# design 1

==> design_1/port_trees.png <==
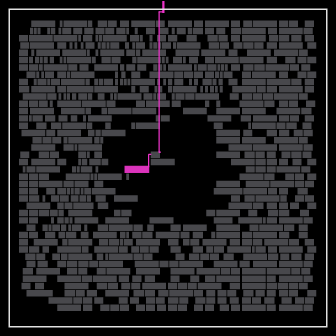
==> design_1/gates.png <==
Scale bar: 20 µm.
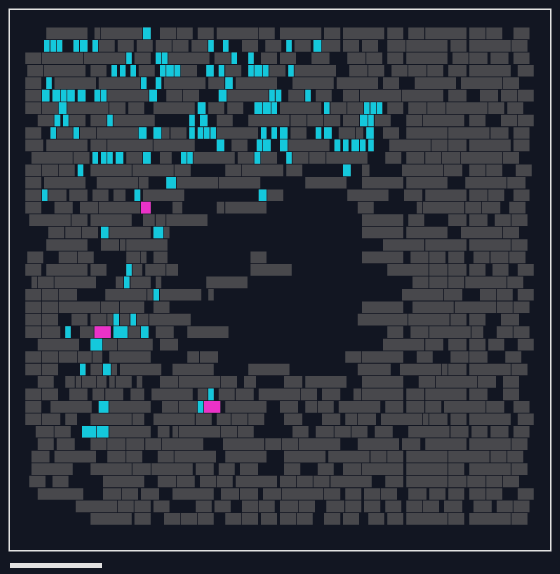
==> design_1/m3.png <==
Scale bar: 20 µm.
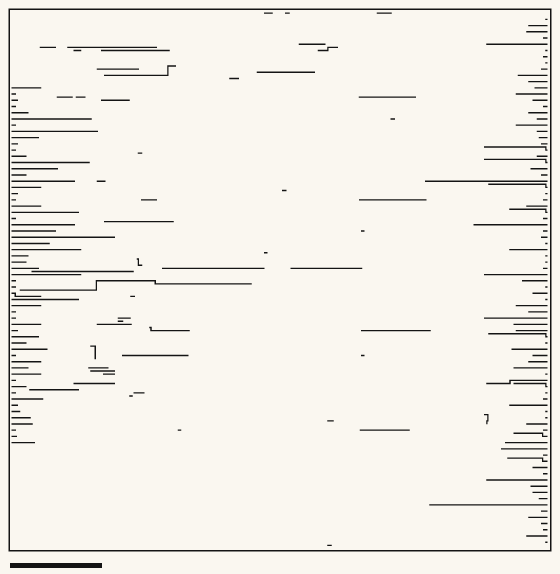
--- src/rtl/alu_issue_ctrl.sv ---
// Issue/sequencing controller for the MASTER_ALU; optional perf counters behind ALU_PERF_CNT_EN.
// Latency accept->wb_valid: 2 cycles (MUL: MUL_LAT+1); condition-failed/illegal ops retire after 1.
// One op in flight; in_ready low from accept until the writeback beat is taken; wb_ready stalls forever.
module alu_issue_ctrl #(
  parameter int unsigned MUL_LAT = 2,
  parameter int unsigned RD_W    = 4
) (
  input  logic            clk,
  input  logic            rst_n,
  input  logic            in_valid,
  output logic            in_ready,
  input  logic [3:0]      in_opcode,
  input  logic [3:0]      in_cond,
  input  logic            in_s,
  input  logic [RD_W-1:0] in_rd,
  input  logic [31:0]     in_op1,
  input  logic [31:0]     in_op2,
  input  logic [15:0]     in_iv,
  output logic [3:0]      alu_opcode,
  output logic [31:0]     alu_reg1,
  output logic [31:0]     alu_reg2,
  output logic [15:0]     alu_iv,
  output logic [3:0]      alu_cond,
  output logic            alu_s,
  output logic [3:0]      alu_flag,
  input  logic [31:0]     alu_result,
  input  logic [3:0]      alu_new_flag,
  output logic            wb_valid,
  input  logic            wb_ready,
  output logic            wb_we,
  output logic [RD_W-1:0] wb_rd,
  output logic [31:0]     wb_data,
  output logic [3:0]      flags,
  output logic            illegal,
  output logic            busy
`ifdef ALU_PERF_CNT_EN
  ,
  output logic [31:0]     perf_exec,
  output logic [31:0]     perf_skip
`endif
);

  typedef enum logic [1:0] {IDLE, EXEC, WB} state_t;

  localparam logic [3:0] MUL_CNT = 4'(MUL_LAT);
  localparam logic [3:0] OP_MUL  = 4'b0010;
  localparam logic [3:0] OP_MOVN = 4'b0110;
  localparam logic [3:0] OP_MOV  = 4'b0111;
  localparam logic [3:0] OP_CMP  = 4'b1011;

  state_t     state, state_nxt;
  logic [3:0] cnt;
  logic       via_exec;
  logic       accept, illegal_op, go_exec, capture, set_flags;

  function automatic logic cond_pass(input logic [3:0] cc, input logic [3:0] f);
    logic n, z, c, v, p;
    {n, z, c, v} = f;
    p = 1'b0;
    case (cc)
      4'h0: p = 1'b1;
      4'h1: p = z;
      4'h2: p = !z;
      4'h3: p = c;
      4'h4: p = !c;
      4'h5: p = n;
      4'h6: p = !n;
      4'h7: p = v;
      4'h8: p = !v;
      4'h9: p = c && !z;
      4'hA: p = !c || z;
      4'hB: p = (n == v);
      4'hC: p = (n != v);
      4'hD: p = !z && (n == v);
      4'hE: p = z || (n != v);
      4'hF: p = 1'b0;
    endcase
    return p;
  endfunction

  assign accept     = in_valid && (state == IDLE);
  assign illegal_op = (in_opcode[3:2] == 2'b11);
  assign go_exec    = accept && !illegal_op && cond_pass(in_cond, flags);
  assign capture    = (state == EXEC) && (cnt == 4'd1);
  // CMP always writes flags; the move ops never do, even with S set.
  assign set_flags  = (alu_s || alu_opcode == OP_CMP) &&
                      (alu_opcode != OP_MOVN) && (alu_opcode != OP_MOV);
  assign alu_flag   = flags;

  always_ff @(posedge clk or negedge rst_n) begin
    if (!rst_n) state <= IDLE;
    else        state <= state_nxt;
  end

  always_comb begin
    state_nxt = state;
    in_ready  = 1'b0;
    wb_valid  = 1'b0;
    busy      = 1'b1;
    case (state)
      IDLE: begin
        in_ready = 1'b1;
        busy     = 1'b0;
        if (in_valid) state_nxt = go_exec ? EXEC : WB;
      end
      EXEC: if (cnt == 4'd1) state_nxt = WB;
      WB: begin
        wb_valid = 1'b1;
        if (wb_ready) state_nxt = IDLE;
      end
      default: state_nxt = IDLE;
    endcase
  end

  always_ff @(posedge clk or negedge rst_n) begin
    if (!rst_n) begin
      alu_opcode <= '0;
      alu_reg1   <= '0;
      alu_reg2   <= '0;
      alu_iv     <= '0;
      alu_cond   <= '0;
      alu_s      <= 1'b0;
      cnt        <= '0;
      via_exec   <= 1'b0;
      wb_we      <= 1'b0;
      wb_rd      <= '0;
      wb_data    <= '0;
      flags      <= '0;
      illegal    <= 1'b0;
    end else begin
      illegal <= accept && illegal_op;
      if (accept) begin
        wb_rd    <= in_rd;
        via_exec <= go_exec;
        wb_we    <= 1'b0;
        wb_data  <= '0;
        if (go_exec) begin
          alu_opcode <= in_opcode;
          alu_reg1   <= in_op1;
          alu_reg2   <= in_op2;
          alu_iv     <= in_iv;
          alu_cond   <= in_cond;
          alu_s      <= in_s;
          cnt        <= (in_opcode == OP_MUL) ? MUL_CNT : 4'd1;
        end
      end
      if (state == EXEC) cnt <= cnt - 4'd1;
      if (capture) begin
        wb_data <= alu_result;
        wb_we   <= (alu_opcode != OP_CMP);
        if (set_flags) flags <= alu_new_flag;
      end
    end
  end

`ifdef ALU_PERF_CNT_EN
  always_ff @(posedge clk or negedge rst_n) begin
    if (!rst_n) begin
      perf_exec <= '0;
      perf_skip <= '0;
    end else if (wb_valid && wb_ready) begin
      if (via_exec) perf_exec <= perf_exec + 32'd1;
      else          perf_skip <= perf_skip + 32'd1;
    end
  end
`endif

endmodule
--- config.mk ---
export PLATFORM = sky130hd
export DESIGN_NAME = alu_issue_ctrl
export DESIGN_NICKNAME = d
export VERILOG_FILES = /design/src/rtl/alu_issue_ctrl.sv
export SDC_FILE = /design/constraint.sdc
export NUM_CORES = 1
export LEC_CHECK = 0
export CAP_MARGIN = 40
export CORE_MARGIN = 3
export CORE_UTILIZATION = 44
export CTS_BUF_LIST = sky130_fd_sc_hd__clkbuf_16
export CTS_CLUSTER_DIAMETER = 120
export DETAILED_ROUTE_END_ITERATION = 8
export GPL_TIMING_DRIVEN = 1
export PLACE_DENSITY = 0.95
export SYNTH_ARGS = -nofsm -noshare
export SYNTH_HDL_FRONTEND = slang
export SYNTH_SLANG_ARGS = --single-unit
--- constraint.sdc ---
create_clock -name clk -period 4.3 [get_ports clk]
set_clock_uncertainty 0.15 [all_clocks]
set_input_delay 0.645 -clock clk [delete_from_list [all_inputs] [get_ports clk]]
set_output_delay 0.645 -clock clk [all_outputs]
set_load 0.01 [all_outputs]
==> reports/qor.tcl <==
set qor(mux_area_share_pct) 20.0
set qor(route.detailed.wl_per_inst_um) 18.6
set qor(fmax_mhz) 305
set qor(dominant_cells) {registers}
set qor(track_usage_pct) 23.4
set qor(worst_path_dominant_cell_family) {buffers and inverters}
set qor(layout.comb_gates.multi_input) 253
set qor(horizontal_die_dimension_um) 118
set qor(die_height_um) 118
set qor(worst_setup_path_end_kind) {register}
set qor(cts_setup_buffers) 0
set qor(syn-cell-area_um2) 5520
set qor(intPower_mw) 4.37
set qor(cts_buffers) 17
set qor(met2WireLength_um) 8550
set qor(m1WireLength_um) 6210
set qor(place_congestion) 0.775
set qor(largest_family_of_logic_cells_by_area) {multiplexers}
set qor(combinational_cell_power_consumption_mw) 2.82
set qor(hp-class) {in2async}
set qor(run_status) {complete, no violations}
set qor(postSynthNetCount) 556
set qor(drc) 0
set qor(place.detailed.instances) 843
set qor(startpoint) {in_cond[3]}
## Picture notes: design_1/port_trees.png
- illegal: magenta (bits 1; direction output; edge north; end cells 1; buffers 1; wire 60.5 µm)
number of primary I/O pins: 271
count of input and output buffers: 270

## Picture notes: design_1/gates.png
- and/or cells: magenta (cells 3)
- nand cells: cyan (cells 116)
Post-Layout Cell Count: 874
most frequent logic cell in the layout: clkdlybuf4s50_1
proportion of cell area occupied by multi-input gates: 21.4%

## Picture notes: design_1/m3.png
- longest straight run: 26.5 µm
- wire length on this layer: 1,110 µm
Routed Wire Length: 16,200 µm
met3 track utilization from global routing: 6.87%
vias after detailed routing: 4,447


# design 2

### config.mk
export PLATFORM = sky130hd
export DESIGN_NAME = cdb_arbiter
export DESIGN_NICKNAME = d
export VERILOG_FILES = /design/src/rtl/cdb_arbiter.sv
export SDC_FILE = /design/constraint.sdc
export NUM_CORES = 1
export LEC_CHECK = 0
export CELL_PAD_IN_SITES_DETAIL_PLACEMENT = 1
export CELL_PAD_IN_SITES_GLOBAL_PLACEMENT = 1
export CORE_MARGIN = 2
export CORE_UTILIZATION = 41
export DETAILED_ROUTE_END_ITERATION = 16
export GPL_ROUTABILITY_DRIVEN = 0
export PLACE_DENSITY = 0.87
export SYNTH_ARGS = -nofsm -noshare
export SYNTH_HDL_FRONTEND = slang
export SYNTH_SLANG_ARGS = --single-unit
export TNS_END_PERCENT = 50
### constraint.sdc
create_clock -name clk -period 3.2 [get_ports clk]
set_input_delay 0.8 -clock clk [delete_from_list [all_inputs] [get_ports clk]]
set_output_delay 0.8 -clock clk [all_outputs]
set_load 0.1 [all_outputs]
### src/rtl/cdb_arbiter.sv
// Complete-stage CDB arbiter: three 2-entry result FIFOs (ALU, MUL, LD) drained
// one result per cycle in round-robin order onto a registered CDB broadcast.
module cdb_arbiter #(
  parameter int unsigned TAG_W  = 6,
  parameter int unsigned DATA_W = 32,
  parameter int unsigned ROB_W  = 4
) (
  input  logic              clk,
  input  logic              rst,
  input  logic              flush,
  input  logic              alu_valid,
  output logic              alu_ready,
  input  logic [TAG_W-1:0]  alu_tag,
  input  logic [DATA_W-1:0] alu_data,
  input  logic              alu_regdest,
  input  logic [ROB_W-1:0]  alu_rob,
  input  logic              mul_valid,
  output logic              mul_ready,
  input  logic [TAG_W-1:0]  mul_tag,
  input  logic [DATA_W-1:0] mul_data,
  input  logic              mul_regdest,
  input  logic [ROB_W-1:0]  mul_rob,
  input  logic              ld_valid,
  output logic              ld_ready,
  input  logic [TAG_W-1:0]  ld_tag,
  input  logic [DATA_W-1:0] ld_data,
  input  logic              ld_regdest,
  input  logic [ROB_W-1:0]  ld_rob,
  output logic              cdb_valid,
  output logic [TAG_W-1:0]  cdb_tag,
  output logic [DATA_W-1:0] cdb_data,
  output logic              cdb_regdest,
  output logic [ROB_W-1:0]  cdb_rob
);

  localparam int unsigned NSRC  = 3;
  localparam int unsigned ENT_W = TAG_W + DATA_W + 1 + ROB_W;

  typedef enum logic [1:0] {
    SRC_ALU = 2'd0,
    SRC_MUL = 2'd1,
    SRC_LD  = 2'd2
  } src_e;

  src_e              rr_ptr;
  src_e              rr_next;
  logic [NSRC-1:0]   in_valid;
  logic [NSRC-1:0]   rdy;
  logic [NSRC-1:0]   enq;
  logic [NSRC-1:0]   deq;
  logic [ENT_W-1:0]  in_ent [NSRC];
  logic [ENT_W-1:0]  mem    [NSRC][2];
  logic [NSRC-1:0]   wr_ptr;
  logic [NSRC-1:0]   rd_ptr;
  logic [1:0]        count  [NSRC];
  logic              any_win;
  logic [1:0]        win;
  logic [2:0]        cand;
  logic [ENT_W-1:0]  head;

  assign in_valid  = {ld_valid, mul_valid, alu_valid};
  assign in_ent[0] = {alu_tag, alu_data, alu_regdest, alu_rob};
  assign in_ent[1] = {mul_tag, mul_data, mul_regdest, mul_rob};
  assign in_ent[2] = {ld_tag, ld_data, ld_regdest, ld_rob};

  assign alu_ready = rdy[0];
  assign mul_ready = rdy[1];
  assign ld_ready  = rdy[2];

  // Ready depends on occupancy only, never on a same-cycle dequeue
  always_comb begin
    rdy = '0;
    enq = '0;
    for (int unsigned i = 0; i < NSRC; i++) begin
      rdy[i] = (count[i] < 2'd2);
      enq[i] = in_valid[i] & rdy[i] & ~flush;
    end
  end

  // Round-robin pick: first non-empty FIFO at or after rr_ptr
  always_comb begin
    any_win = 1'b0;
    win     = 2'd0;
    cand    = 3'd0;
    deq     = '0;
    rr_next = rr_ptr;
    for (int unsigned k = 0; k < NSRC; k++) begin
      cand = 3'(rr_ptr) + 3'(k);
      if (cand >= 3'd3) cand = cand - 3'd3;
      if (!any_win && (count[cand[1:0]] != 2'd0)) begin
        any_win = 1'b1;
        win     = cand[1:0];
      end
    end
    head = mem[win][rd_ptr[win]];
    if (any_win && !flush) begin
      deq[win] = 1'b1;
      case (win)
        2'd0:    rr_next = SRC_MUL;
        2'd1:    rr_next = SRC_LD;
        default: rr_next = SRC_ALU;
      endcase
    end
  end

  always_ff @(posedge clk or negedge rst) begin
    if (!rst) rr_ptr <= SRC_ALU;
    else      rr_ptr <= rr_next;
  end

  always_ff @(posedge clk or negedge rst) begin
    if (!rst) begin
      wr_ptr <= '0;
      rd_ptr <= '0;
      for (int unsigned i = 0; i < NSRC; i++) count[i] <= 2'd0;
    end else if (flush) begin
      wr_ptr <= '0;
      rd_ptr <= '0;
      for (int unsigned i = 0; i < NSRC; i++) count[i] <= 2'd0;
    end else begin
      for (int unsigned i = 0; i < NSRC; i++) begin
        if (enq[i]) wr_ptr[i] <= ~wr_ptr[i];
        if (deq[i]) rd_ptr[i] <= ~rd_ptr[i];
        count[i] <= count[i] + 2'(enq[i]) - 2'(deq[i]);
      end
    end
  end

  // Entry storage needs no reset: occupancy gates every read
  always_ff @(posedge clk) begin
    for (int unsigned i = 0; i < NSRC; i++) begin
      if (enq[i]) mem[i][wr_ptr[i]] <= in_ent[i];
    end
  end

  // Idle and flush cycles keep the last tag/data/rob on the bus
  always_ff @(posedge clk or negedge rst) begin
    if (!rst) begin
      cdb_valid   <= 1'b0;
      cdb_tag     <= '0;
      cdb_data    <= '0;
      cdb_regdest <= 1'b0;
      cdb_rob     <= '0;
    end else if (flush || !any_win) begin
      cdb_valid   <= 1'b0;
      cdb_regdest <= 1'b0;
    end else begin
      cdb_valid <= 1'b1;
      {cdb_tag, cdb_data, cdb_regdest, cdb_rob} <= head;
    end
  end

endmodule

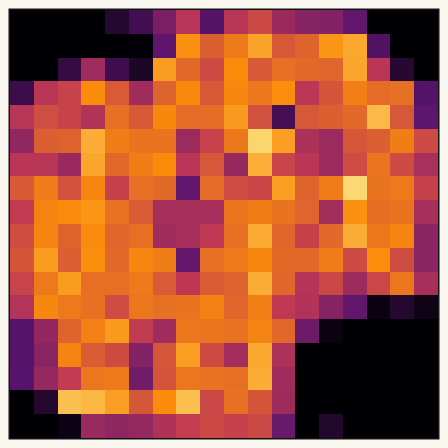
(design_2/util_map.png)
The die is cut into 18 by 18 equal tiles; black is low, pale yellow is high, 0 to 100% covered.
- emptiest ninth of the die: south-east
- mean over tiles: 49%
- tiles over 75% full: 11%
- nearly empty tiles: 15%
- fullest tile: 92%
Final Util: 53.1%
Floorplan Core Area: 31,600 µm²
Core Density at Floorplan: 41.7%

==> reports/qor.tcl <==
set qor(horizontal_die_dimension_um) 183
set qor(groute.layer.met2.usage_pct) 43.0
set qor(n_fill_cell) 3092
set qor(largest_family_of_logic_cells_by_area) {AND-OR/OR-AND gates}
set qor(layout-area-overhead-vs-synth_pct) 27.4
set qor(timing.clock.skew_ps) 17.5
set qor(timing.final.crit_period_ps) 3050
set qor(comb_share_pct) 22.1
set qor(capture_point_of_the_worst_path) {count[3]}
set qor(cts_hold_repair.buffers) 0
set qor(ys.warnings.count) 0
set qor(ys_seq_share_pct) 70.0
set qor(clk_pin_slew_ps) 60
set qor(die_height_um) 183
set qor(global_route.usage.met1_pct) 28.4
set qor(clkLatencyLatePin_ps) 510
set qor(topRoutingLayerUsed) {met4}
set qor(clock_distribution_area_overhead_in_the_final_layout_pct) 6.50
set qor(tcrit_tclk_final_pct) 95.4
set qor(max_reg_flops) 258
set qor(openroad.warnings) 31
set qor(timing.critical_path.cells) {inv_1 -> ha_2 -> buf_4 -> a211oi_4 -> or4_4 -> o211ai_4 -> nor2_1 -> ha_1 -> inv_1 -> ha_1 -> xnor2_1 -> xnor2_1 -> nor2_1}
set qor(worst_slew_margin_rel_pct) 39.2
set qor(detailed_place.area_um2) 15500
set qor(nWellTaps) 402
set qor(run_status) {complete, no violations}


==> gallery <==
Placement view.
(a)
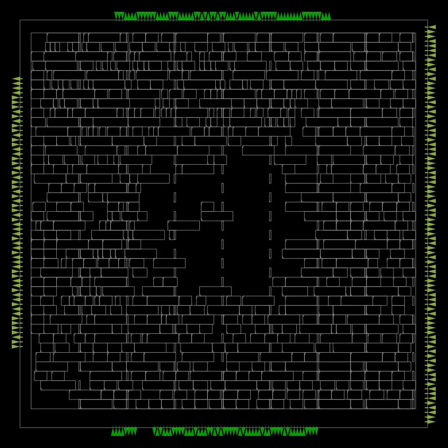
(b)
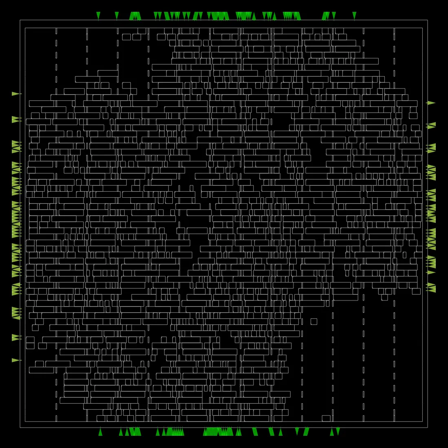
Of these, highest utilization: (a)
For design 2, see (b).
For design 1, see (a).

